==================== design 1
design_1/m3.png
Bar = 20 um.
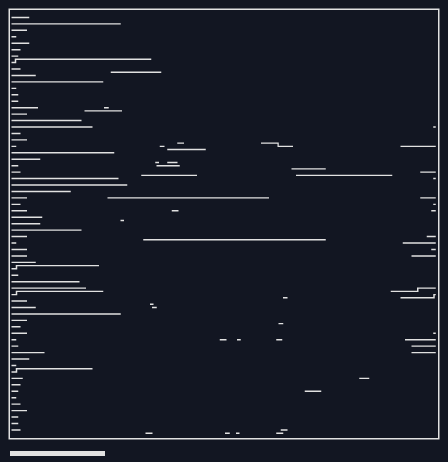

File: src/rtl/cla_add_arbiter.sv
// -----------------------------------------------------------------------------
// cla_add_arbiter
//   Shares one 16-bit carry-lookahead adder between NREQ requesters. A
//   round-robin arbiter grants at most one request per cycle. The granted
//   operand pair is muxed into the adder, and the sum is registered together
//   with the winner's index. That output register is the only storage.
//   A new request is accepted in the same cycle the previous result is
//   consumed, so with res_ready held high the block delivers one sum per cycle.
//
// Ports
//   clk        in   1        rising-edge clock
//   nrst       in   1        asynchronous active-low reset
//   req_valid  in   NREQ     requester i holds a valid operand pair
//   req_ready  out  NREQ     one-hot grant; handshake fires on valid & ready
//   req_a      in   NREQ*W   operand A, requester i at [i*W +: W]
//   req_b      in   NREQ*W   operand B, requester i at [i*W +: W]
//   res_valid  out  1        res_sum/res_id hold an undelivered result
//   res_ready  in   1        consumer accepts the result this cycle
//   res_sum    out  W        (a + b) mod 2^16 of the granted request
//   res_id     out  IDW      index of the requester that produced res_sum
//
// Parameters
//   NREQ  number of requesters, 2..8
//   W     operand width; the adder is fixed at 16 bits
// -----------------------------------------------------------------------------

// Two-level 16-bit carry-lookahead adder: 4-bit groups with local lookahead,
// plus a group-level lookahead unit that produces the group carry-ins.
// The carry-out is not needed, so bit 15's generate term is never formed.
module cla16_adder (
  input  logic [15:0] a,
  input  logic [15:0] b,
  input  logic        cin,
  output logic [15:0] sum
);

  logic [15:0] prop;
  logic [14:0] gen;
  logic [2:0]  grp_g;
  logic [2:0]  grp_p;
  logic [3:0]  grp_c;
  logic [15:0] carry;

  assign prop = a ^ b;
  assign gen  = a[14:0] & b[14:0];

  // Group generate/propagate for the three lower groups; group 3 only
  // feeds the dropped carry-out.
  for (genvar j = 0; j < 3; j++) begin : g_grp_gp
    assign grp_g[j] = gen[4*j+3]
                    | (prop[4*j+3] & gen[4*j+2])
                    | (prop[4*j+3] & prop[4*j+2] & gen[4*j+1])
                    | (prop[4*j+3] & prop[4*j+2] & prop[4*j+1] & gen[4*j]);
    assign grp_p[j] = &prop[4*j +: 4];
  end

  // Group carry-ins, all computed in parallel from cin.
  assign grp_c[0] = cin;
  assign grp_c[1] = grp_g[0] | (grp_p[0] & cin);
  assign grp_c[2] = grp_g[1] | (grp_p[1] & grp_g[0]) | (grp_p[1] & grp_p[0] & cin);
  assign grp_c[3] = grp_g[2] | (grp_p[2] & grp_g[1]) | (grp_p[2] & grp_p[1] & grp_g[0])
                  | (grp_p[2] & grp_p[1] & grp_p[0] & cin);

  // Bit carries inside each group, flattened rather than rippled.
  for (genvar j = 0; j < 4; j++) begin : g_local
    assign carry[4*j]   = grp_c[j];
    assign carry[4*j+1] = gen[4*j] | (prop[4*j] & grp_c[j]);
    assign carry[4*j+2] = gen[4*j+1] | (prop[4*j+1] & gen[4*j])
                        | (prop[4*j+1] & prop[4*j] & grp_c[j]);
    assign carry[4*j+3] = gen[4*j+2] | (prop[4*j+2] & gen[4*j+1])
                        | (prop[4*j+2] & prop[4*j+1] & gen[4*j])
                        | (prop[4*j+2] & prop[4*j+1] & prop[4*j] & grp_c[j]);
  end

  assign sum = prop ^ carry;

endmodule

module cla_add_arbiter #(
  parameter int NREQ = 4,
  parameter int W    = 16
) (
  input  logic                    clk,
  input  logic                    nrst,
  input  logic [NREQ-1:0]         req_valid,
  output logic [NREQ-1:0]         req_ready,
  input  logic [NREQ*W-1:0]       req_a,
  input  logic [NREQ*W-1:0]       req_b,
  output logic                    res_valid,
  input  logic                    res_ready,
  output logic [W-1:0]            res_sum,
  output logic [$clog2(NREQ)-1:0] res_id
);

  localparam int IDW = $clog2(NREQ);

  typedef enum logic {EMPTY = 1'b0, FULL = 1'b1} state_t;

  state_t          state_q, state_d;
  logic [IDW-1:0]  ptr_q, ptr_d;
  logic [W-1:0]    sum_q, sum_d;
  logic [IDW-1:0]  id_q, id_d;

  logic            can_accept;
  logic            grant_vld;
  logic [IDW-1:0]  grant_id;
  logic [NREQ-1:0] grant_vec;
  logic [W-1:0]    adder_a, adder_b, adder_sum;

  // A result leaving this cycle frees the register for a new one.
  assign can_accept = (state_q == EMPTY) || res_ready;

  // Round-robin scan starting at ptr. The index is formed one bit wider so
  // the wrap also works when NREQ is not a power of two.
  always_comb begin
    logic [IDW:0]   scan;
    logic [IDW-1:0] idx;
    grant_vld = 1'b0;
    grant_id  = '0;
    scan      = '0;
    idx       = '0;
    for (int k = 0; k < NREQ; k++) begin
      scan = {1'b0, ptr_q} + (IDW+1)'(k);
      if (scan >= (IDW+1)'(NREQ)) begin
        scan = scan - (IDW+1)'(NREQ);
      end
      idx = scan[IDW-1:0];
      if (can_accept && !grant_vld && req_valid[idx]) begin
        grant_vld = 1'b1;
        grant_id  = idx;
      end
    end
  end

  always_comb begin
    grant_vec = '0;
    if (grant_vld) begin
      grant_vec[grant_id] = 1'b1;
    end
  end

  // No grant may be visible while reset is asserted.
  assign req_ready = nrst ? grant_vec : '0;

  // Operand mux into the shared adder, using constant slices only.
  always_comb begin
    adder_a = '0;
    adder_b = '0;
    for (int k = 0; k < NREQ; k++) begin
      if (grant_id == IDW'(k)) begin
        adder_a = req_a[k*W +: W];
        adder_b = req_b[k*W +: W];
      end
    end
  end

  cla16_adder u_adder (
    .a   (adder_a),
    .b   (adder_b),
    .cin (1'b0),
    .sum (adder_sum)
  );

  // A grant always implies a fire, because a bit is only granted when its
  // valid is set. Without a fire, a consumed result empties the register
  // and the stale sum/id are kept.
  always_comb begin
    state_d = state_q;
    ptr_d   = ptr_q;
    sum_d   = sum_q;
    id_d    = id_q;
    if (grant_vld) begin
      state_d = FULL;
      sum_d   = adder_sum;
      id_d    = grant_id;
      ptr_d   = (grant_id == IDW'(NREQ-1)) ? '0 : grant_id + IDW'(1);
    end else if (state_q == FULL && res_ready) begin
      state_d = EMPTY;
    end
  end

  always_ff @(posedge clk or negedge nrst) begin
    if (!nrst) begin
      state_q <= EMPTY;
      ptr_q   <= '0;
      sum_q   <= '0;
      id_q    <= '0;
    end else begin
      state_q <= state_d;
      ptr_q   <= ptr_d;
      sum_q   <= sum_d;
      id_q    <= id_d;
    end
  end

  assign res_valid = (state_q == FULL);
  assign res_sum   = sum_q;
  assign res_id    = id_q;

endmodule

File: config.mk
export PLATFORM = sky130hd
export DESIGN_NAME = cla_add_arbiter
export DESIGN_NICKNAME = d
export VERILOG_FILES = /design/src/rtl/cla_add_arbiter.sv
export SDC_FILE = /design/constraint.sdc
export NUM_CORES = 1
export LEC_CHECK = 0
export ABC_AREA = 1
export CORE_UTILIZATION = 39
export DETAILED_ROUTE_END_ITERATION = 7
export PLACE_DENSITY = 0.79
export SLEW_MARGIN = 20
export SYNTH_ARGS = -nofsm -noshare
export SYNTH_HDL_FRONTEND = slang
export SYNTH_HIERARCHICAL = 1
export SYNTH_SLANG_ARGS = --single-unit
export TNS_END_PERCENT = 5
File: constraint.sdc
create_clock -name clk -period 6.75 [get_ports clk]
set_input_delay 2.025 -clock clk [delete_from_list [all_inputs] [get_ports clk]]
set_output_delay 2.025 -clock clk [all_outputs]
set_load 0.03 [all_outputs]
==================== design 2
$ cat config.mk
export PLATFORM = sky130hd
export DESIGN_NAME = fc_argmax
export DESIGN_NICKNAME = d
export VERILOG_FILES = /design/src/rtl/nn_pkg.sv /design/src/rtl/top2_update.sv /design/src/rtl/fc_argmax.sv
export SDC_FILE = /design/constraint.sdc
export NUM_CORES = 1
export LEC_CHECK = 0
export CAP_MARGIN = 20
export CORE_AREA = 2 2 299 301
export CTS_BUF_LIST = sky130_fd_sc_hd__clkbuf_8
export DETAILED_ROUTE_END_ITERATION = 7
export DIE_AREA = 0 0 301 303
export SYNTH_ARGS = -nofsm -noshare
export SYNTH_HDL_FRONTEND = slang
export SYNTH_HIERARCHICAL = 1
export SYNTH_SLANG_ARGS = --single-unit
$ cat constraint.sdc
create_clock -name clk -period 47.5 [get_ports clk]
set_input_delay 9.5 -clock clk [delete_from_list [all_inputs] [get_ports clk]]
set_output_delay 9.5 -clock clk [all_outputs]
set_load 0.01 [all_outputs]
$ cat src/rtl/nn_pkg.sv
// Shared types and defaults for the MNIST accelerator output stages.
package nn_pkg;

  localparam int unsigned NUM_CLASSES_DEFAULT = 10;
  localparam int unsigned SCORE_WIDTH_DEFAULT = 32;

  typedef enum logic [1:0] {IDLE, SCAN, HOLD} argmax_state_t;

  typedef logic signed [SCORE_WIDTH_DEFAULT-1:0] score_t;

endpackage

$ cat src/rtl/top2_update.sv
// Folds one score into a running (best, runner-up, best index) triple.
module top2_update #(
  parameter int unsigned SCORE_WIDTH = 32,
  parameter int unsigned IDX_W       = 4
) (
  input  logic signed [SCORE_WIDTH-1:0] best,
  input  logic signed [SCORE_WIDTH-1:0] second,
  input  logic        [IDX_W-1:0]       idx,
  input  logic signed [SCORE_WIDTH-1:0] s,
  input  logic        [IDX_W-1:0]       i,
  output logic signed [SCORE_WIDTH-1:0] best_nxt,
  output logic signed [SCORE_WIDTH-1:0] second_nxt,
  output logic        [IDX_W-1:0]       idx_nxt
);

  // Strict compares keep the lowest index on ties and let a tie set margin to 0.
  always_comb begin
    best_nxt   = best;
    second_nxt = second;
    idx_nxt    = idx;
    if (s > best) begin
      second_nxt = best;
      best_nxt   = s;
      idx_nxt    = i;
    end else if (s > second) begin
      second_nxt = s;
    end
  end

endmodule

$ cat src/rtl/fc_argmax.sv
// Captures the FC output vector, scans it one score per cycle and returns
// argmax index, top score and margin over the runner-up via valid/ready.
module fc_argmax
  import nn_pkg::*;
#(
  parameter int unsigned NUM_CLASSES = NUM_CLASSES_DEFAULT,
  parameter int unsigned SCORE_WIDTH = SCORE_WIDTH_DEFAULT
) (
  input  logic                          clk,
  input  logic                          rst,
  input  logic                          start,
  input  logic signed [SCORE_WIDTH-1:0] scores [NUM_CLASSES],
  output logic                          busy,
  output logic                          out_valid,
  input  logic                          out_ready,
  output logic [$clog2(NUM_CLASSES)-1:0] class_idx,
  output logic signed [SCORE_WIDTH-1:0] top_score,
  output logic        [SCORE_WIDTH:0]   margin
);

  localparam int unsigned IDX_W    = $clog2(NUM_CLASSES);
  localparam int unsigned MARGIN_W = SCORE_WIDTH + 1;
  localparam logic [IDX_W-1:0] LAST_IDX = IDX_W'(NUM_CLASSES - 1);
  localparam logic signed [SCORE_WIDTH-1:0] SCORE_MIN = {1'b1, {(SCORE_WIDTH-1){1'b0}}};

  argmax_state_t                 state;
  logic signed [SCORE_WIDTH-1:0] cap [NUM_CLASSES];
  logic signed [SCORE_WIDTH-1:0] best;
  logic signed [SCORE_WIDTH-1:0] second;
  logic        [IDX_W-1:0]       idx;
  logic        [IDX_W-1:0]       i;

  logic signed [SCORE_WIDTH-1:0] best_nxt;
  logic signed [SCORE_WIDTH-1:0] second_nxt;
  logic        [IDX_W-1:0]       idx_nxt;
  logic        [MARGIN_W-1:0]    margin_nxt;

  top2_update #(
    .SCORE_WIDTH(SCORE_WIDTH),
    .IDX_W      (IDX_W)
  ) u_top2 (
    .best      (best),
    .second    (second),
    .idx       (idx),
    .s         (cap[i]),
    .i         (i),
    .best_nxt  (best_nxt),
    .second_nxt(second_nxt),
    .idx_nxt   (idx_nxt)
  );

  // Sign-extended difference; best >= second always, so this is never negative.
  assign margin_nxt = {best_nxt[SCORE_WIDTH-1], best_nxt}
                    - {second_nxt[SCORE_WIDTH-1], second_nxt};

  // Snapshot of the vector; the scores input is not looked at again until the next start.
  always_ff @(posedge clk) begin
    if (!rst && state == IDLE && start) begin
      cap <= scores;
    end
  end

  always_ff @(posedge clk) begin
    if (rst) begin
      state     <= IDLE;
      busy      <= 1'b0;
      out_valid <= 1'b0;
      class_idx <= '0;
      top_score <= '0;
      margin    <= '0;
      best      <= '0;
      second    <= '0;
      idx       <= '0;
      i         <= '0;
    end else begin
      case (state)
        IDLE: begin
          if (start) begin
            best   <= scores[0];
            second <= SCORE_MIN;
            idx    <= '0;
            i      <= IDX_W'(1);
            busy   <= 1'b1;
            state  <= SCAN;
          end
        end
        SCAN: begin
          best   <= best_nxt;
          second <= second_nxt;
          idx    <= idx_nxt;
          if (i == LAST_IDX) begin
            class_idx <= idx_nxt;
            top_score <= best_nxt;
            margin    <= margin_nxt;
            out_valid <= 1'b1;
            state     <= HOLD;
          end else begin
            i <= i + IDX_W'(1);
          end
        end
        HOLD: begin
          if (out_ready) begin
            out_valid <= 1'b0;
            busy      <= 1'b0;
            state     <= IDLE;
          end
        end
        default: state <= IDLE;
      endcase
    end
  end

endmodule

design_2/class_map.png
Fill, decap, tap and diode cells in grey.
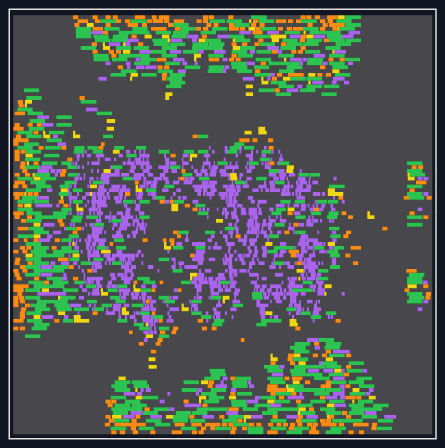
Key: purple = remaining logic cells [cells 1199]; green = registers [cells 465]; yellow = clock drivers and dummy loads [cells 149]; orange = remaining buffers and delay cells [cells 414]

==> results.txt, design 2 <==
Purpose: to document the outcome of synthesis and place and route.

Run status
The run finished with clean final reports.

Logic synthesis
Of all flip-flops after synthesis, the portion carrying an async set or reset was 0%. The most used flip-flop cell after synthesis is edfxtp_1. The synthesized netlist occupies a cell area of ~0.022 mm2.

Yosys reports that the leading cell type by area covers 43.9% of the netlist area. In this run, the synthesized area fraction spent on and/or/nand/nor cells is recorded as approximately 8.1%. In the synthesized netlist, mux cells make up 14.3% of the area. Ranked by total cell area, the synthesized netlist is headed by edfxtp_1, dfxtp_1, mux4_2, mux2i_1, ha_1.

Finish
The number of non-clock inverters in the layout is 110. The plain and repair buffers instantiated in the layout total 414. There are 465 flip-flops and latches. The logic gate fraction of the total cell area is 29.8%. Counting the clock-network buffers in the layout gives 92.

Setup path
The length in cells of the worst reg-to-reg path is 25. For reference, the most critical setup path is categorized as in -> reg. The last element of the critical path is cap[240]. Per STA, the worst path is made up of clkdlybuf4s50_1 -> nand3b_1 -> nor2_4 -> buf_4 -> buf_4.

Global route
Entering global routing, the biggest net connects 84 pins. The number of antenna violations at the first check in global routing is 0. For this run, the total global-route usage over all layers was measured as 14.4%.

Die
The I/O pin total is 395. The floorplan has 109 rows. According to the tapcell log, the count of inserted taps is 1165.

Route
The via count normalized by instance count is 4.58. The highest routing layer actually used is met4. Per the detail_route report, routed wire per instance is 19.8 um. Wire segments on met2 add up to 33200 um in the final route.

STA
The worst setup slack after layout is 34780 ps. The number of max-slew violations in the final report is 0. For the pin with the worst max-slew slack, the measured transition is 1060 ps. The end-of-flow timing check tallies setup violations at 0.

Placement
Per the gpl log, the routability congestion estimate is roughly 0.87.

Clocking
The clock buffer count from CTS is 86.

Min path
The endpoint of the worst hold path is top_score[22].
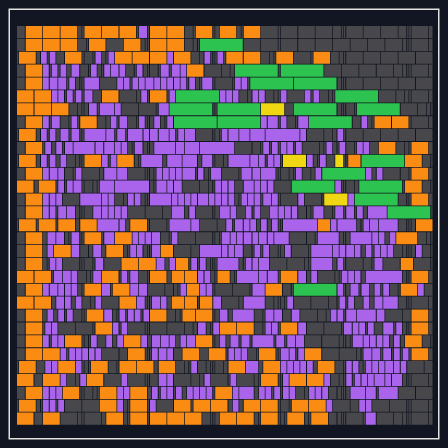
design_1/class_map.png
Fill, decap, tap and diode cells in grey.
Key: purple = remaining logic cells [cells 488]; orange = remaining buffers and delay cells [cells 167]; green = registers [cells 21]; yellow = clock drivers and dummy loads [cells 4]

About design_1/m3.png:
The layer holds 6.5% of the routed length. The longest straight run is 38.2 um. The layer carries 658 um of wire. The wires run mostly horizontal. 101 nets have wire on it.

==> results.txt, design 1 <==
Purpose: to document the outcome of synthesis and place and route.

Run status
The run finished with clean final reports.

Setup path
For reference, the critical path is launched at req_valid[3]. The required time at the worst endpoint is listed as 4720 ps.

Logic synthesis
The area of the synthesized netlist per yosys stat is between 0.003 and 0.004 mm2. The top cell type by instance count after synthesis is nand2_1. By area, the combinational part of the netlist is dominated by simple AND/OR/NAND/NOR gates. The commonest register cell is dfrtp_1.

Finish
Leaving out buffers and inverters, the combinational logic in the layout accounts for 0.00222 mm2. The top cell types in the final layout, fill and taps aside, are nand2_1, clkdlybuf4s50_1, a21oi_1. The number of sequential cells reported for the layout is 21.

Route
The routed design uses roughly 5300 um of met2 wire. The highest routing layer actually used is met4.

Placement
The placement-stage worst setup slack is 244 ps. The detailed placer reported the number of placed instances as 775.

STA
The final total negative setup slack is 0 ps. In the final report, the number of hold violations comes to 0. The number of max-slew violations in the final report is 0. The total of endpoints with negative setup slack in the final report is 0.

Clocking
The clock tree from TritonCTS is yes.

Global route
The global route stage reports its total congestion overflow as 0. Summed over all routing layers, the global router reports a total usage of 25.1%.

==> layout pictures side by side <==
Placement view.
image #1
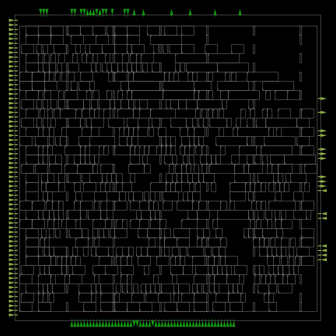
image #2
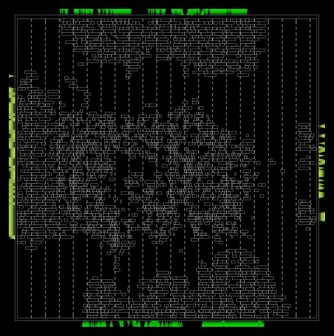
| picture | from |
|---|---|
| image #2 | design 2 |
| image #1 | design 1 |


==================== design 3
design_3/m2.png
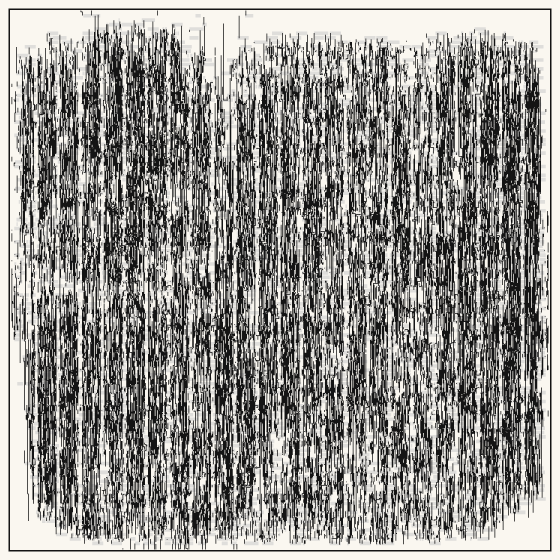

### src/rtl/rename_reg_file_pkg.sv
// Shared constants and helpers for the rename register file.
// Widths, zero register/tag constants and the commit tag-match test.
package rename_reg_file_pkg;

   localparam int XLEN  = 32;
   localparam int NREG  = 32;
   localparam int REG_W = $clog2(NREG);
   localparam int ROB_W = 4;
   localparam int NRD   = 2;

   localparam logic [REG_W-1:0] ZERO_REG  = {REG_W{1'b0}};
   localparam logic [ROB_W-1:0] ZERO_ROB  = {ROB_W{1'b0}};
   localparam logic [XLEN-1:0]  ZERO_DATA = {XLEN{1'b0}};
   localparam logic             TRUE      = 1'b1;
   localparam logic             FALSE     = 1'b0;

   // A commit retires a rename only if the register still waits on that exact ROB entry.
   function automatic logic tag_hit(input logic busy,
                                    input logic [ROB_W-1:0] tag,
                                    input logic [ROB_W-1:0] cmt_tag);
      return busy && (tag == cmt_tag);
   endfunction

endpackage

### src/rtl/rename_reg_file_entry.sv
// One architectural register: value plus rename tag and busy flag.
// State priority: rst > flush > rename > commit-clear; the value write is independent.
module rename_reg_entry
   import rename_reg_file_pkg::*;
(
   input  logic             clk,
   input  logic             rst,
   input  logic             wr_en,
   input  logic [XLEN-1:0]  wr_value,
   input  logic             ren_en,
   input  logic [ROB_W-1:0] ren_tag,
   input  logic             clr_tag_match,
   input  logic             flush,
   output logic [XLEN-1:0]  value,
   output logic [ROB_W-1:0] tag,
   output logic             busy
);

   logic [XLEN-1:0]  value_r;
   logic [ROB_W-1:0] tag_r;
   logic             busy_r;

   // Per-register value, tag and busy state.
   always_ff @(posedge clk) begin
      if (rst) begin
         value_r <= ZERO_DATA;
         tag_r   <= ZERO_ROB;
         busy_r  <= FALSE;
      end else begin
         if (wr_en) begin
            value_r <= wr_value;
         end
         if (flush) begin
            tag_r  <= ZERO_ROB;
            busy_r <= FALSE;
         end else if (ren_en) begin
            tag_r  <= ren_tag;
            busy_r <= TRUE;
         end else if (clr_tag_match) begin
            tag_r  <= ZERO_ROB;
            busy_r <= FALSE;
         end
      end
   end

   assign value = value_r;
   assign tag   = tag_r;
   assign busy  = busy_r;

endmodule

### src/rtl/rename_reg_file.sv
// Architectural register file with rename tags, combinational read ports and commit bypass.
// Entry 0 is hardwired to zero; entries 1..NREG-1 are rename_reg_entry instances.
module rename_reg_file
   import rename_reg_file_pkg::*;
(
   input  logic                   clk,
   input  logic                   rst,
   input  logic [NRD*REG_W-1:0]   rd_addr,
   output logic [NRD*XLEN-1:0]    rd_value,
   output logic [NRD*ROB_W-1:0]   rd_tag,
   output logic [NRD-1:0]         rd_busy,
   input  logic                   ren_en,
   input  logic [REG_W-1:0]       ren_reg,
   input  logic [ROB_W-1:0]       ren_tag,
   input  logic                   cmt_en,
   input  logic [REG_W-1:0]       cmt_reg,
   input  logic [ROB_W-1:0]       cmt_tag,
   input  logic [XLEN-1:0]        cmt_value,
   input  logic                   flush
);

   logic [XLEN-1:0]  value_s [NREG];
   logic [ROB_W-1:0] tag_s   [NREG];
   logic             busy_s  [NREG];

   assign value_s[0] = ZERO_DATA;
   assign tag_s[0]   = ZERO_ROB;
   assign busy_s[0]  = FALSE;

   for (genvar i = 1; i < NREG; i++) begin : g_entry
      logic wr_s;
      logic ren_s;
      logic clr_s;

      assign wr_s  = cmt_en && (cmt_reg == REG_W'(i));
      assign ren_s = ren_en && (ren_reg == REG_W'(i));
      assign clr_s = wr_s && tag_hit(busy_s[i], tag_s[i], cmt_tag);

      rename_reg_entry u_entry (
         .clk           (clk),
         .rst           (rst),
         .wr_en         (wr_s),
         .wr_value      (cmt_value),
         .ren_en        (ren_s),
         .ren_tag       (ren_tag),
         .clr_tag_match (clr_s),
         .flush         (flush),
         .value         (value_s[i]),
         .tag           (tag_s[i]),
         .busy          (busy_s[i])
      );
   end

   logic [REG_W-1:0] addr_s;

   // Read muxes; a retiring commit to the awaited tag is forwarded in the same cycle.
   always_comb begin
      rd_value = {(NRD*XLEN){1'b0}};
      rd_tag   = {(NRD*ROB_W){1'b0}};
      rd_busy  = {NRD{1'b0}};
      addr_s   = ZERO_REG;
      for (int p = 0; p < NRD; p++) begin
         addr_s = rd_addr[p*REG_W +: REG_W];
         if (cmt_en && (cmt_reg == addr_s) && (addr_s != ZERO_REG) &&
             tag_hit(busy_s[addr_s], tag_s[addr_s], cmt_tag)) begin
            rd_value[p*XLEN +: XLEN]   = cmt_value;
            rd_tag[p*ROB_W +: ROB_W]   = ZERO_ROB;
            rd_busy[p]                 = FALSE;
         end else begin
            rd_value[p*XLEN +: XLEN]   = value_s[addr_s];
            rd_tag[p*ROB_W +: ROB_W]   = tag_s[addr_s];
            rd_busy[p]                 = busy_s[addr_s];
         end
      end
   end

endmodule

### config.mk
export PLATFORM = sky130hd
export DESIGN_NAME = rename_reg_file
export DESIGN_NICKNAME = d
export VERILOG_FILES = /design/src/rtl/rename_reg_file_pkg.sv /design/src/rtl/rename_reg_file_entry.sv /design/src/rtl/rename_reg_file.sv
export SDC_FILE = /design/constraint.sdc
export NUM_CORES = 2
export LEC_CHECK = 0
export CAP_MARGIN = 20
export CORE_MARGIN = 2
export CORE_UTILIZATION = 57
export CTS_CLUSTER_DIAMETER = 60
export CTS_CLUSTER_SIZE = 28
export DETAILED_ROUTE_END_ITERATION = 10
export GPL_ROUTABILITY_DRIVEN = 0
export PLACE_DENSITY_LB_ADDON = 0.1
export SYNTH_ARGS = -nofsm -noshare
export SYNTH_HDL_FRONTEND = slang
export SYNTH_SLANG_ARGS = --single-unit
### constraint.sdc
create_clock -name clk -period 4 [get_ports clk]
set_input_delay 0.6 -clock clk [delete_from_list [all_inputs] [get_ports clk]]
set_output_delay 0.6 -clock clk [all_outputs]
set_load 0.02 [all_outputs]
==================== design 4
## src/rtl/muldiv_pkg.sv

```systemverilog
// rtl/muldiv_pkg.sv - RV32M uop encoding, mul/div FSM states and op-class helpers
package muldiv_pkg;

    localparam int MULDIV_XLEN = 32;

    typedef enum logic [2:0] {
        UOP_MUL,
        UOP_MULH,
        UOP_MULHSU,
        UOP_MULHU,
        UOP_DIV,
        UOP_DIVU,
        UOP_REM,
        UOP_REMU
    } rv_uop;

    typedef enum logic [1:0] {
        IDLE,
        CALC,
        DONE
    } t_muldiv_state;

    function automatic logic is_mul(input rv_uop u);
        return (u == UOP_MUL) || (u == UOP_MULH) || (u == UOP_MULHSU) || (u == UOP_MULHU);
    endfunction

    function automatic logic is_div(input rv_uop u);
        return (u == UOP_DIV) || (u == UOP_DIVU);
    endfunction

    function automatic logic is_rem(input rv_uop u);
        return (u == UOP_REM) || (u == UOP_REMU);
    endfunction

    function automatic logic is_signed_op1(input rv_uop u);
        return (u == UOP_MULH) || (u == UOP_MULHSU) || (u == UOP_DIV) || (u == UOP_REM);
    endfunction

    function automatic logic is_signed_op2(input rv_uop u);
        return (u == UOP_MULH) || (u == UOP_DIV) || (u == UOP_REM);
    endfunction

endpackage

```

## src/rtl/muldiv_step.sv

```systemverilog
// rtl/muldiv_step.sv - one CALC cycle: p_bits_per_cycle shift-add or restoring-subtract stages
module muldiv_step #(
    parameter int p_bits_per_cycle = 2
) (
    input  logic        mode_div,
    input  logic [63:0] acc_in,
    input  logic [63:0] opa_in,
    input  logic [31:0] opb_in,
    output logic [63:0] acc_out,
    output logic [63:0] opa_out,
    output logic [31:0] opb_out
);

    // Multiply: acc = product, opa = multiplicand shifted to the current weight, opb = remaining multiplier.
    // Divide:   acc[32:0] = partial remainder, opa[31:0] = divisor, opb = dividend shifting out / quotient in.
    logic [63:0] acc;
    logic [63:0] opa;
    logic [31:0] opb;
    logic [32:0] rem;

    always_comb begin
        acc = acc_in;
        opa = opa_in;
        opb = opb_in;
        rem = '0;
        for (int i = 0; i < p_bits_per_cycle; i++) begin
            if (mode_div) begin
                rem = {acc[31:0], opb[31]};
                opb = {opb[30:0], 1'b0};
                if (rem >= {1'b0, opa[31:0]}) begin
                    rem    = rem - {1'b0, opa[31:0]};
                    opb[0] = 1'b1;
                end
                acc = {31'b0, rem};
            end else begin
                if (opb[0]) begin
                    acc = acc + opa;
                end
                opa = {opa[62:0], 1'b0};
                opb = {1'b0, opb[31:1]};
            end
        end
        acc_out = acc;
        opa_out = opa;
        opb_out = opb;
    end

endmodule

```

## src/rtl/iterative_mul_div_rem_multibit.sv

```systemverilog
// rtl/iterative_mul_div_rem_multibit.sv - multi-bit iterative RV32M execute pipe; MULDIV_EARLY_OUT_EN ends multiplies early
module iterative_mul_div_rem_multibit
    import muldiv_pkg::*;
#(
    parameter int p_seq_num_bits   = 5,
    parameter int p_bits_per_cycle = 2
) (
    input  logic                      clk,
    input  logic                      rst,
    input  logic                      D_val,
    output logic                      D_rdy,
    input  logic [31:0]               D_pc,
    input  logic [p_seq_num_bits-1:0] D_seq_num,
    input  logic [31:0]               D_op1,
    input  logic [31:0]               D_op2,
    input  logic [4:0]                D_waddr,
    input  rv_uop                     D_uop,
    output logic                      W_val,
    input  logic                      W_rdy,
    output logic [31:0]               W_pc,
    output logic [p_seq_num_bits-1:0] W_seq_num,
    output logic [4:0]                W_waddr,
    output logic [31:0]               W_wdata,
    output logic                      W_wen
);

    localparam int N_ITER = MULDIV_XLEN / p_bits_per_cycle;
    localparam int CNT_W  = $clog2(N_ITER);
    localparam logic [CNT_W-1:0] CNT_LAST = CNT_W'(N_ITER - 1);

    generate
        if (!((p_bits_per_cycle == 1) || (p_bits_per_cycle == 2) ||
              (p_bits_per_cycle == 4) || (p_bits_per_cycle == 8))) begin : g_bad_bits_per_cycle
            $error("p_bits_per_cycle must be 1, 2, 4 or 8");
        end
    endgenerate

    t_muldiv_state             state, state_nx;
    logic                      up;
    logic [CNT_W-1:0]          cnt;
    logic [31:0]               pc_q;
    logic [p_seq_num_bits-1:0] seq_q;
    logic [4:0]                waddr_q;
    rv_uop                     uop_q;
    logic                      neg_q;
    logic [63:0]               acc_q, opa_q;
    logic [31:0]               opb_q, wdata_q;
    logic [63:0]               acc_nx, opa_nx;
    logic [31:0]               opb_nx;

    logic        accept, special, div_zero, div_ovf, neg_in, last;
    logic [31:0] mag1, mag2, special_res, final_res, quo, rmd;
    logic [63:0] prod;

    // Ready is held off until the first clock after reset release.
    assign D_rdy  = up && ((state == IDLE) || ((state == DONE) && W_rdy));
    assign accept = D_val && D_rdy;

    always_comb begin
        mag1 = (is_signed_op1(D_uop) && D_op1[31]) ? (~D_op1 + 32'd1) : D_op1;
        mag2 = (is_signed_op2(D_uop) && D_op2[31]) ? (~D_op2 + 32'd1) : D_op2;
        case (D_uop)
            UOP_MULH, UOP_DIV:   neg_in = D_op1[31] ^ D_op2[31];
            UOP_MULHSU, UOP_REM: neg_in = D_op1[31];
            default:             neg_in = 1'b0;
        endcase
        div_zero = !is_mul(D_uop) && (D_op2 == 32'd0);
        div_ovf  = ((D_uop == UOP_DIV) || (D_uop == UOP_REM)) &&
                   (D_op1 == 32'h8000_0000) && (D_op2 == 32'hFFFF_FFFF);
        special  = div_zero || div_ovf;
        if (is_div(D_uop)) begin
            special_res = div_zero ? 32'hFFFF_FFFF : 32'h8000_0000;
        end else begin
            special_res = div_zero ? D_op1 : 32'd0;
        end
    end

    muldiv_step #(
        .p_bits_per_cycle(p_bits_per_cycle)
    ) u_step (
        .mode_div(!is_mul(uop_q)),
        .acc_in  (acc_q),
        .opa_in  (opa_q),
        .opb_in  (opb_q),
        .acc_out (acc_nx),
        .opa_out (opa_nx),
        .opb_out (opb_nx)
    );

    // Sign fix-up on the values the final CALC step produces, so DONE only holds a register.
    always_comb begin
        prod = neg_q ? (~acc_nx + 64'd1) : acc_nx;
        quo  = neg_q ? (~opb_nx + 32'd1) : opb_nx;
        rmd  = neg_q ? (~acc_nx[31:0] + 32'd1) : acc_nx[31:0];
        if (is_mul(uop_q)) begin
            final_res = (uop_q == UOP_MUL) ? prod[31:0] : prod[63:32];
        end else if (is_div(uop_q)) begin
            final_res = quo;
        end else begin
            final_res = rmd;
        end
`ifdef MULDIV_EARLY_OUT_EN
        last = (cnt == CNT_LAST) || (is_mul(uop_q) && (opb_nx == 32'd0));
`else
        last = (cnt == CNT_LAST);
`endif
    end

    always_comb begin
        state_nx = state;
        case (state)
            IDLE: if (accept) state_nx = special ? DONE : CALC;
            CALC: if (last) state_nx = DONE;
            DONE: begin
                if (accept) begin
                    state_nx = special ? DONE : CALC;
                end else if (W_rdy) begin
                    state_nx = IDLE;
                end
            end
            default: state_nx = IDLE;
        endcase
    end

    always_ff @(posedge clk or posedge rst) begin
        if (rst) begin
            state   <= IDLE;
            up      <= 1'b0;
            cnt     <= '0;
            pc_q    <= '0;
            seq_q   <= '0;
            waddr_q <= '0;
            uop_q   <= UOP_MUL;
            neg_q   <= 1'b0;
            acc_q   <= '0;
            opa_q   <= '0;
            opb_q   <= '0;
            wdata_q <= '0;
        end else begin
            state <= state_nx;
            up    <= 1'b1;
            if (accept) begin
                pc_q    <= D_pc;
                seq_q   <= D_seq_num;
                waddr_q <= D_waddr;
                uop_q   <= D_uop;
                neg_q   <= neg_in;
                cnt     <= '0;
                acc_q   <= '0;
                if (is_mul(D_uop)) begin
                    opa_q <= {32'd0, mag1};
                    opb_q <= mag2;
                end else begin
                    opa_q <= {32'd0, mag2};
                    opb_q <= mag1;
                end
                if (special) begin
                    wdata_q <= special_res;
                end
            end else if (state == CALC) begin
                acc_q <= acc_nx;
                opa_q <= opa_nx;
                opb_q <= opb_nx;
                cnt   <= cnt + CNT_W'(1);
                if (last) begin
                    wdata_q <= final_res;
                end
            end
        end
    end

    assign W_val     = (state == DONE);
    assign W_pc      = pc_q;
    assign W_seq_num = seq_q;
    assign W_waddr   = waddr_q;
    assign W_wdata   = wdata_q;
    assign W_wen     = (state == DONE);

endmodule

```

## config.mk

```make
export PLATFORM = sky130hd
export DESIGN_NAME = iterative_mul_div_rem_multibit
export DESIGN_NICKNAME = d
export VERILOG_FILES = /design/src/rtl/muldiv_pkg.sv /design/src/rtl/muldiv_step.sv /design/src/rtl/iterative_mul_div_rem_multibit.sv
export SDC_FILE = /design/constraint.sdc
export NUM_CORES = 2
export LEC_CHECK = 0
export ABC_AREA = 1
export CAP_MARGIN = 20
export CORE_MARGIN = 1.5
export CORE_UTILIZATION = 45
export CTS_BUF_LIST = sky130_fd_sc_hd__clkbuf_8
export DETAILED_ROUTE_END_ITERATION = 12
export PLACE_DENSITY_LB_ADDON = 0.05
export SYNTH_ARGS = -nofsm -noshare
export SYNTH_HDL_FRONTEND = slang
export SYNTH_SLANG_ARGS = --single-unit
```

## constraint.sdc

```tcl
create_clock -name clk -period 9.6 [get_ports clk]
set_clock_uncertainty 0.15 [all_clocks]
set_input_delay 1.92 -clock clk [delete_from_list [all_inputs] [get_ports clk]]
set_output_delay 1.92 -clock clk [all_outputs]
set_load 0.02 [all_outputs]
```

design_4/placed.png
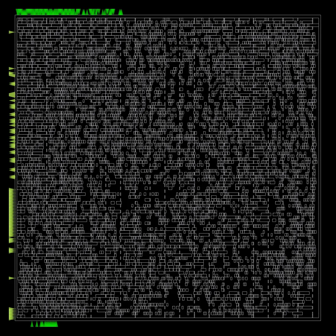
total number of tap cells: 1050
fraction of area in registers: 15.4%
floorplan row count: 103

==> results.txt, design 4 <==
Purpose: to document the outcome of synthesis and place and route.

Clocking
Post-CTS repair changed the size of 0 cells. Once the clock tree was built, the setup fixing pass inserted 0 buffers.

Setup path
According to the timing report, the data required time at the worst endpoint equals about 10000 ps. The critical path runs through a total of 45 cells. Together, buffers and inverters on the worst path number 3. STA classifies the critical path endpoint as a register.

Die
In this run the horizontal extent of the chip is 286 um.

Global route
The number of global-route vias before repair was 42600. On met3, the global router reports a usage of a little over an eighth. The global routing report lists combined usage of all routing layers as 46.5%.

STA
The final timing report counts setup violations totalling 0. Across all setup checks in the final design, the least slack found is 822 ps. The worst-case headroom to the max-slew limit is about a quarter.

Finish
At the end of the flow the core is filled with cells to 50.3%. The cell class with the largest area share is combinational gates. The layout has 238 buffers outside the clock class. The largest registers in the layout are acc_q x64, opa_q x64. The share of cells above drive strength 1 is 4.40%. The clock network takes up 2.61% of total cell area after layout. The repair_antennas step left the layout with diodes totalling 1.

Run status
The run finished with clean final reports.

Route
The wire length recorded after detailed routing is about 190000 um. The number of optimization iterations in the first detailed-route pass is 7. The detailed router put a total of ~74000 um of wire on met1.

Placement
Detailed placement ended at an HPWL of about 160000 um.

Min path
Hold analysis lists the worst path endpoint as W_pc[7].

Logic synthesis
The number of library cell types mapped by synthesis is 69. The area of the synthesized netlist per yosys stat is between 0.03 and 0.04 mm2. Among the non-sequential cells, simple AND/OR/NAND/NOR gates take the most area.

The largest area contributor in the netlist is nand2_1. The sequential cell area fraction in the yosys report is 17.1%.

Job
Warnings raised by the tools during the run amount to 37.
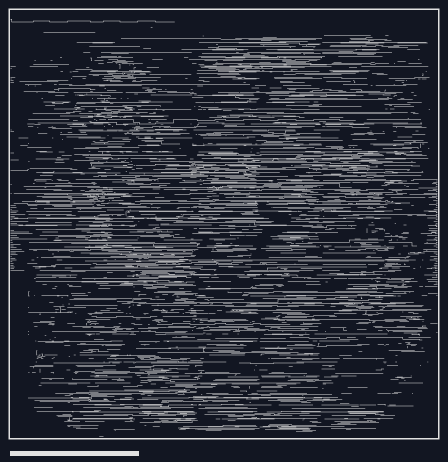
design_3/m3.png
Bar = 100 um.
The layer holds 15% of the routed length. The longest straight run is 207 um. The wires run mostly horizontal.

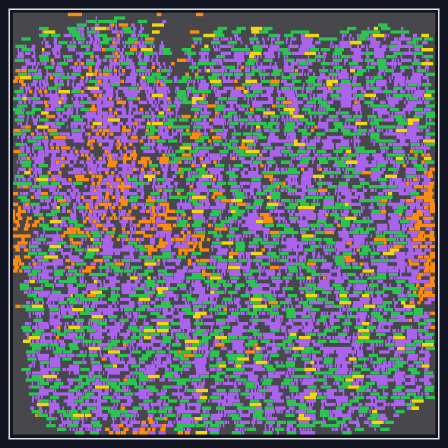
design_3/class_map.png
Fill, decap, tap and diode cells in grey.
Key: orange = remaining buffers and delay cells [cells 546]; green = registers [cells 1147]; yellow = clock drivers and dummy loads [cells 180]; purple = remaining logic cells [cells 4930]

About design_3/m2.png:
The layer holds 42% of the routed length. The longest straight run is 90.4 um. The wires run mostly vertical. 5159 nets have wire on it. The layer carries 102 mm of wire.
number of vias after detailed routing: 55600
routing usage on met2: 62.8%
wire length reported by the detailed router: 243000 um

==> results.txt, design 3 <==
Purpose: to document the outcome of synthesis and place and route.

Logic synthesis
The yosys warning tally is 0. The number of flops mapped to enable cells by yosys is 0. For this run, the chip area from Yosys synthesis comes to 0.0610 mm2. In this run, the synthesized area fraction spent on xor and xnor cells is recorded as 1.98%.

Clocking
The clock tree from TritonCTS is yes.

Setup path
For the worst reg-to-reg path, the endpoint reported by OpenROAD is g_entry[25].u_entry.tag[2]. The cell family contributing the most delay on the critical path is AND-OR/OR-AND gates. The delay of the slowest cell on the worst path is 710 ps. Along the worst path, the maximum fanout reaches 9.

Run status
The checks that failed: negative setup slack. The flow ran to the end, but the final reports show violations.

Finish
The library cells used most frequently in the layout, excluding fill and tap cells, are nand2_1, a21oi_1, dfxtp_1. Multi-input logic gates represent a cell area share of 51.4%. Per the area breakdown, the dominant cell category is combinational gates.

STA
From the final report, the count of setup violators was given as about 74. The post-route worst hold slack is 318 ps. In the finished design, the share of the clock period the worst path needs comes to 110%. The max-slew check reports its worst relative slack as 17.9%.

The final timing report gives a worst setup slack of -398 ps. The final timing report lists a max-slew violation count of 0.

Placement
The placement-stage worst setup slack is -727 ps.

==================== design 5
--- config.mk ---
export PLATFORM = sky130hd
export DESIGN_NAME = multdiv_unit
export DESIGN_NICKNAME = d
export VERILOG_FILES = /design/src/rtl/multdiv_unit.sv
export SDC_FILE = /design/constraint.sdc
export NUM_CORES = 1
export LEC_CHECK = 0
export CAP_MARGIN = 25
export CORE_MARGIN = 2
export CORE_UTILIZATION = 61
export CTS_BUF_LIST = sky130_fd_sc_hd__clkbuf_8
export DETAILED_ROUTE_END_ITERATION = 6
export DONT_BUFFER_PORTS = 1
export GPL_TIMING_DRIVEN = 0
export PLACE_DENSITY_LB_ADDON = 0.2
export SETUP_SLACK_MARGIN = 0.15
export SYNTH_ARGS = -nofsm -noshare
export SYNTH_HDL_FRONTEND = slang
export SYNTH_SLANG_ARGS = --single-unit
--- constraint.sdc ---
create_clock -name clock -period 4.9 [get_ports clock]
set_clock_uncertainty 0.2 [all_clocks]
set_input_delay 0.98 -clock clock [delete_from_list [all_inputs] [get_ports clock]]
set_output_delay 0.98 -clock clock [all_outputs]
set_load 0.005 [all_outputs]
--- src/rtl/multdiv_unit.sv ---
// multdiv_unit: iterative signed 32-bit multiply (radix-2 Booth) and
// divide (restoring, on magnitudes). One iteration per clock. Results,
// exception flag and destination tag are registered in FIX and held.
module multdiv_unit (
  input  logic        clock,
  input  logic        reset,
  input  logic        ctrl_mult,
  input  logic        ctrl_div,
  input  logic [31:0] operand_a,
  input  logic [31:0] operand_b,
  input  logic [4:0]  rd_in,
  output logic [31:0] result,
  output logic        exception,
  output logic [4:0]  rd_out,
  output logic        result_rdy,
  output logic        busy
);

  typedef enum logic [2:0] {
    S_IDLE,
    S_MUL,
    S_DIV,
    S_FIX,
    S_DONE
  } state_e;

  localparam logic [31:0] INT_MIN = 32'h8000_0000;

  state_e      state_q, state_d;
  logic [5:0]  cnt_q, cnt_d;
  // hi: Booth partial product P_hi (33 bits) or divide remainder.
  // lo: multiplier/product-low or dividend/quotient.
  // opb: multiplicand or divisor magnitude.
  logic [32:0] hi_q, hi_d;
  logic [31:0] lo_q, lo_d;
  logic [31:0] opb_q, opb_d;
  logic        qm1_q, qm1_d;
  logic        is_div_q, is_div_d;
  logic        sign_q, sign_d;
  logic        dz_q, dz_d;
  logic        ovf_q, ovf_d;
  logic [4:0]  tag_q, tag_d;
  logic [31:0] result_q, result_d;
  logic        exc_q, exc_d;
  logic [4:0]  rd_q, rd_d;

  logic        start;
  logic [32:0] mc_ext;
  logic [32:0] booth_sum;
  logic [32:0] rem_sh;
  logic [32:0] diff;
  logic [32:0] prod_top;

  assign start = ctrl_mult | ctrl_div;

  // State register
  always_ff @(posedge clock or negedge reset) begin
    if (!reset) state_q <= S_IDLE;
    else        state_q <= state_d;
  end

  // Next-state logic
  always_comb begin
    state_d = state_q;
    unique case (state_q)
      S_IDLE: begin
        if (ctrl_mult)     state_d = S_MUL;
        else if (ctrl_div) state_d = (operand_b == '0) ? S_FIX : S_DIV;
      end
      S_MUL:  if (cnt_q == 6'd31) state_d = S_FIX;
      S_DIV:  if (cnt_q == 6'd31) state_d = S_FIX;
      S_FIX:  state_d = S_DONE;
      S_DONE: state_d = S_IDLE;
      default: state_d = S_IDLE;
    endcase
  end

  // Output decode from state
  always_comb begin
    busy       = (state_q != S_IDLE);
    result_rdy = (state_q == S_DONE);
  end

  // Iteration arithmetic shared by the datapath update
  always_comb begin
    mc_ext = {opb_q[31], opb_q};
    unique case ({lo_q[0], qm1_q})
      2'b01:   booth_sum = hi_q + mc_ext;
      2'b10:   booth_sum = hi_q - mc_ext;
      default: booth_sum = hi_q;
    endcase
    rem_sh   = {hi_q[31:0], lo_q[31]};
    diff     = rem_sh - {1'b0, opb_q};
    prod_top = {hi_q[31:0], lo_q[31]};
  end

  // Datapath next-state: capture, iterate, and finalize in FIX
  always_comb begin
    cnt_d    = cnt_q;
    hi_d     = hi_q;
    lo_d     = lo_q;
    opb_d    = opb_q;
    qm1_d    = qm1_q;
    is_div_d = is_div_q;
    sign_d   = sign_q;
    dz_d     = dz_q;
    ovf_d    = ovf_q;
    tag_d    = tag_q;
    result_d = result_q;
    exc_d    = exc_q;
    rd_d     = rd_q;
    unique case (state_q)
      S_IDLE: begin
        if (start) begin
          cnt_d = '0;
          tag_d = rd_in;
          hi_d  = '0;
          qm1_d = 1'b0;
          if (ctrl_mult) begin
            lo_d     = operand_b;
            opb_d    = operand_a;
            is_div_d = 1'b0;
            sign_d   = 1'b0;
            dz_d     = 1'b0;
            ovf_d    = 1'b0;
          end else begin
            // |INT_MIN| wraps to 0x80000000, which is its correct unsigned magnitude.
            lo_d     = operand_a[31] ? -operand_a : operand_a;
            opb_d    = operand_b[31] ? -operand_b : operand_b;
            is_div_d = 1'b1;
            sign_d   = operand_a[31] ^ operand_b[31];
            dz_d     = (operand_b == '0);
            ovf_d    = (operand_a == INT_MIN) && (operand_b == '1);
          end
        end
      end
      S_MUL: begin
        hi_d  = {booth_sum[32], booth_sum[32:1]};
        lo_d  = {booth_sum[0], lo_q[31:1]};
        qm1_d = lo_q[0];
        cnt_d = cnt_q + 6'd1;
      end
      S_DIV: begin
        if (!diff[32]) begin
          hi_d = {1'b0, diff[31:0]};
          lo_d = {lo_q[30:0], 1'b1};
        end else begin
          hi_d = rem_sh;
          lo_d = {lo_q[30:0], 1'b0};
        end
        cnt_d = cnt_q + 6'd1;
      end
      S_FIX: begin
        rd_d = tag_q;
        if (is_div_q) begin
          if (dz_q) begin
            result_d = '0;
            exc_d    = 1'b1;
          end else begin
            result_d = sign_q ? -lo_q : lo_q;
            exc_d    = ovf_q;
          end
        end else begin
          result_d = lo_q;
          exc_d    = !((&prod_top) || (~|prod_top));
        end
      end
      default: ;
    endcase
  end

  // Datapath and result registers
  always_ff @(posedge clock or negedge reset) begin
    if (!reset) begin
      cnt_q    <= '0;
      hi_q     <= '0;
      lo_q     <= '0;
      opb_q    <= '0;
      qm1_q    <= 1'b0;
      is_div_q <= 1'b0;
      sign_q   <= 1'b0;
      dz_q     <= 1'b0;
      ovf_q    <= 1'b0;
      tag_q    <= '0;
      result_q <= '0;
      exc_q    <= 1'b0;
      rd_q     <= '0;
    end else begin
      cnt_q    <= cnt_d;
      hi_q     <= hi_d;
      lo_q     <= lo_d;
      opb_q    <= opb_d;
      qm1_q    <= qm1_d;
      is_div_q <= is_div_d;
      sign_q   <= sign_d;
      dz_q     <= dz_d;
      ovf_q    <= ovf_d;
      tag_q    <= tag_d;
      result_q <= result_d;
      exc_q    <= exc_d;
      rd_q     <= rd_d;
    end
  end

  assign result    = result_q;
  assign exception = exc_q;
  assign rd_out    = rd_q;

endmodule
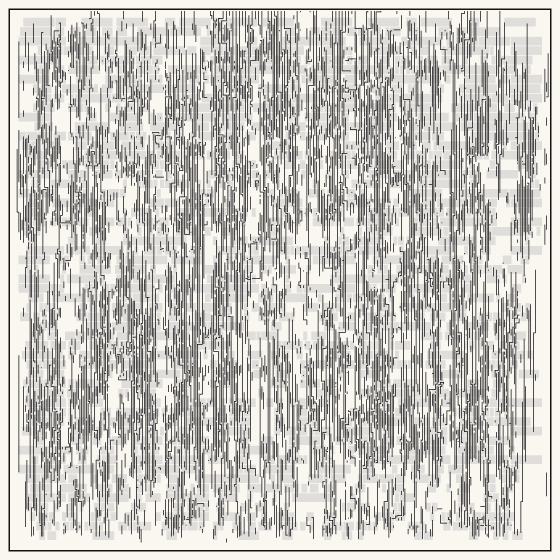
design_5/m2.png
1600 nets have wire on it. The layer carries 20.7 mm of wire. The longest straight run is 55.9 um. The wires run mostly vertical.
wire length reported by the detailed router: 49300 um
routing usage on met2: 59.6%
number of vias after detailed routing: 14300

==> results.txt <==
Purpose: to document the outcome of synthesis and place and route.

Run status
The flow ran to the end, and the final reports show no timing, DRC or antenna violations.

Logic synthesis
The number of storage elements in the synthesis netlist is about 150. The top cell type by instance count after synthesis is nand2_1. The largest total area in the synthesized netlist belongs to dfrtp_1.

Min path
Note that the worst hold path type here is in -> async.

Route
The number of optimization iterations in the first detailed-route pass is 6. The count of unresolved DRC violations after routing is 0.

Placement
The placement-stage worst setup slack is -1140 ps. The HPWL after detailed placement is 37700 um.

Finish
The number of flip-flops under the largest register name is 33. Multi-input gates account for 63.5% of the area.

Setup path
The number of stages on the worst setup path is 18. The combined buffer and inverter count along the critical path is 3.

STA
Across all hold checks on the routed design, the worst slack comes to ~240 ps. The final total negative setup slack is 0 ps.

Die
According to the floorplan report, the total die area is 0.0238 mm2.


==> notes/layouts.md <==
Pictures saved along the way, in no particular order.

I/O nets highlighted.
(a)
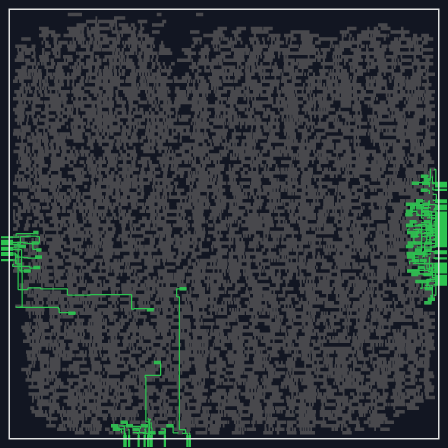
(b)
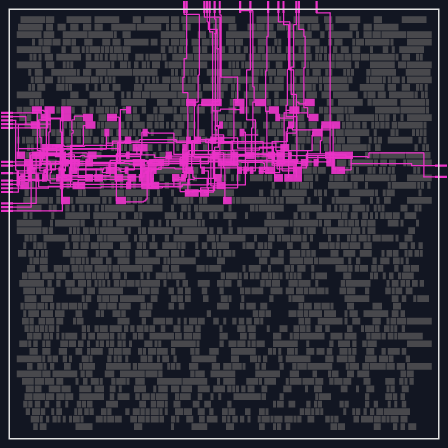
(c)
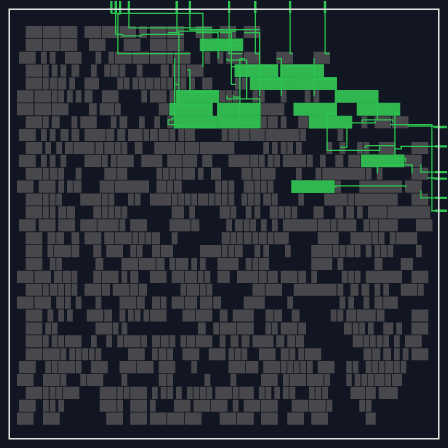
(d)
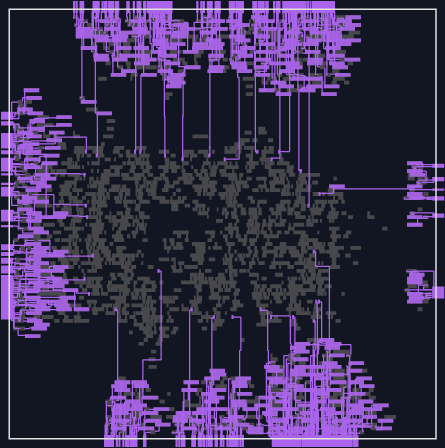
(e)
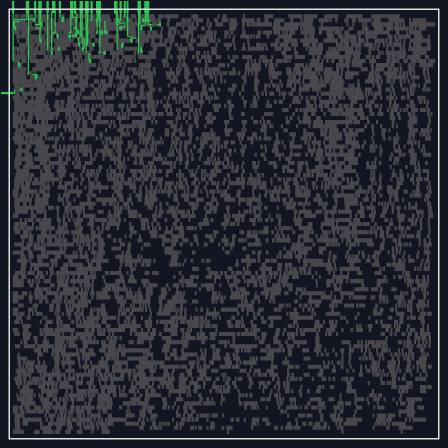
The one with the fewest cells is (c).
(c) -> design 1
(b) -> design 5
(a) -> design 3
(d) -> design 2
(e) -> design 4

Key to (e):
Key: green = D_pc [bits 32, direction input, edge 31 north, 1 west, end cells 32, buffers 32, wire 686 um]


==> notes/layouts.md <==
Pictures saved along the way, in no particular order.

Met3 routing.
panel A
Bar = 100 um.
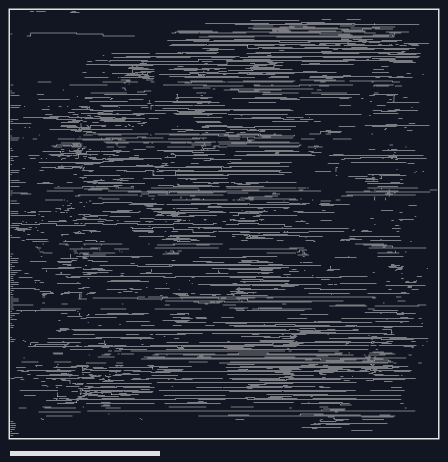
panel B
Bar = 50 um.
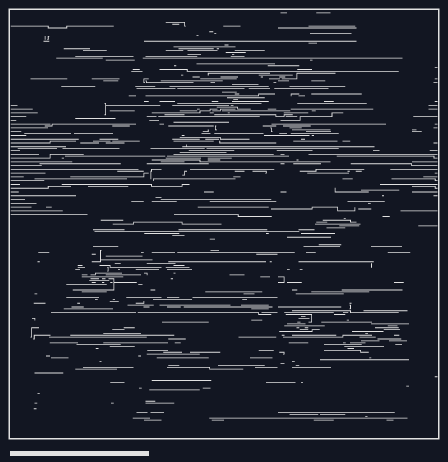
panel C
Bar = 100 um.
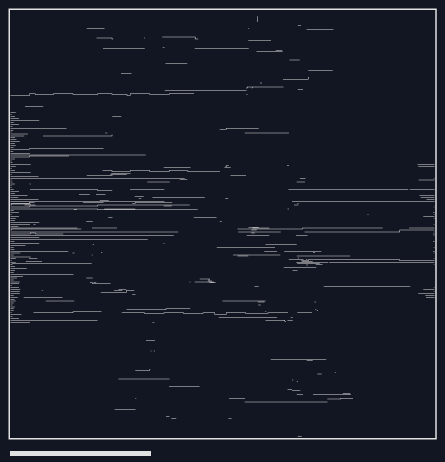
- panel C = design 2
- panel A = design 4
- panel B = design 5

Key to panel A:
The wires run mostly horizontal. The longest straight run is 219 um.

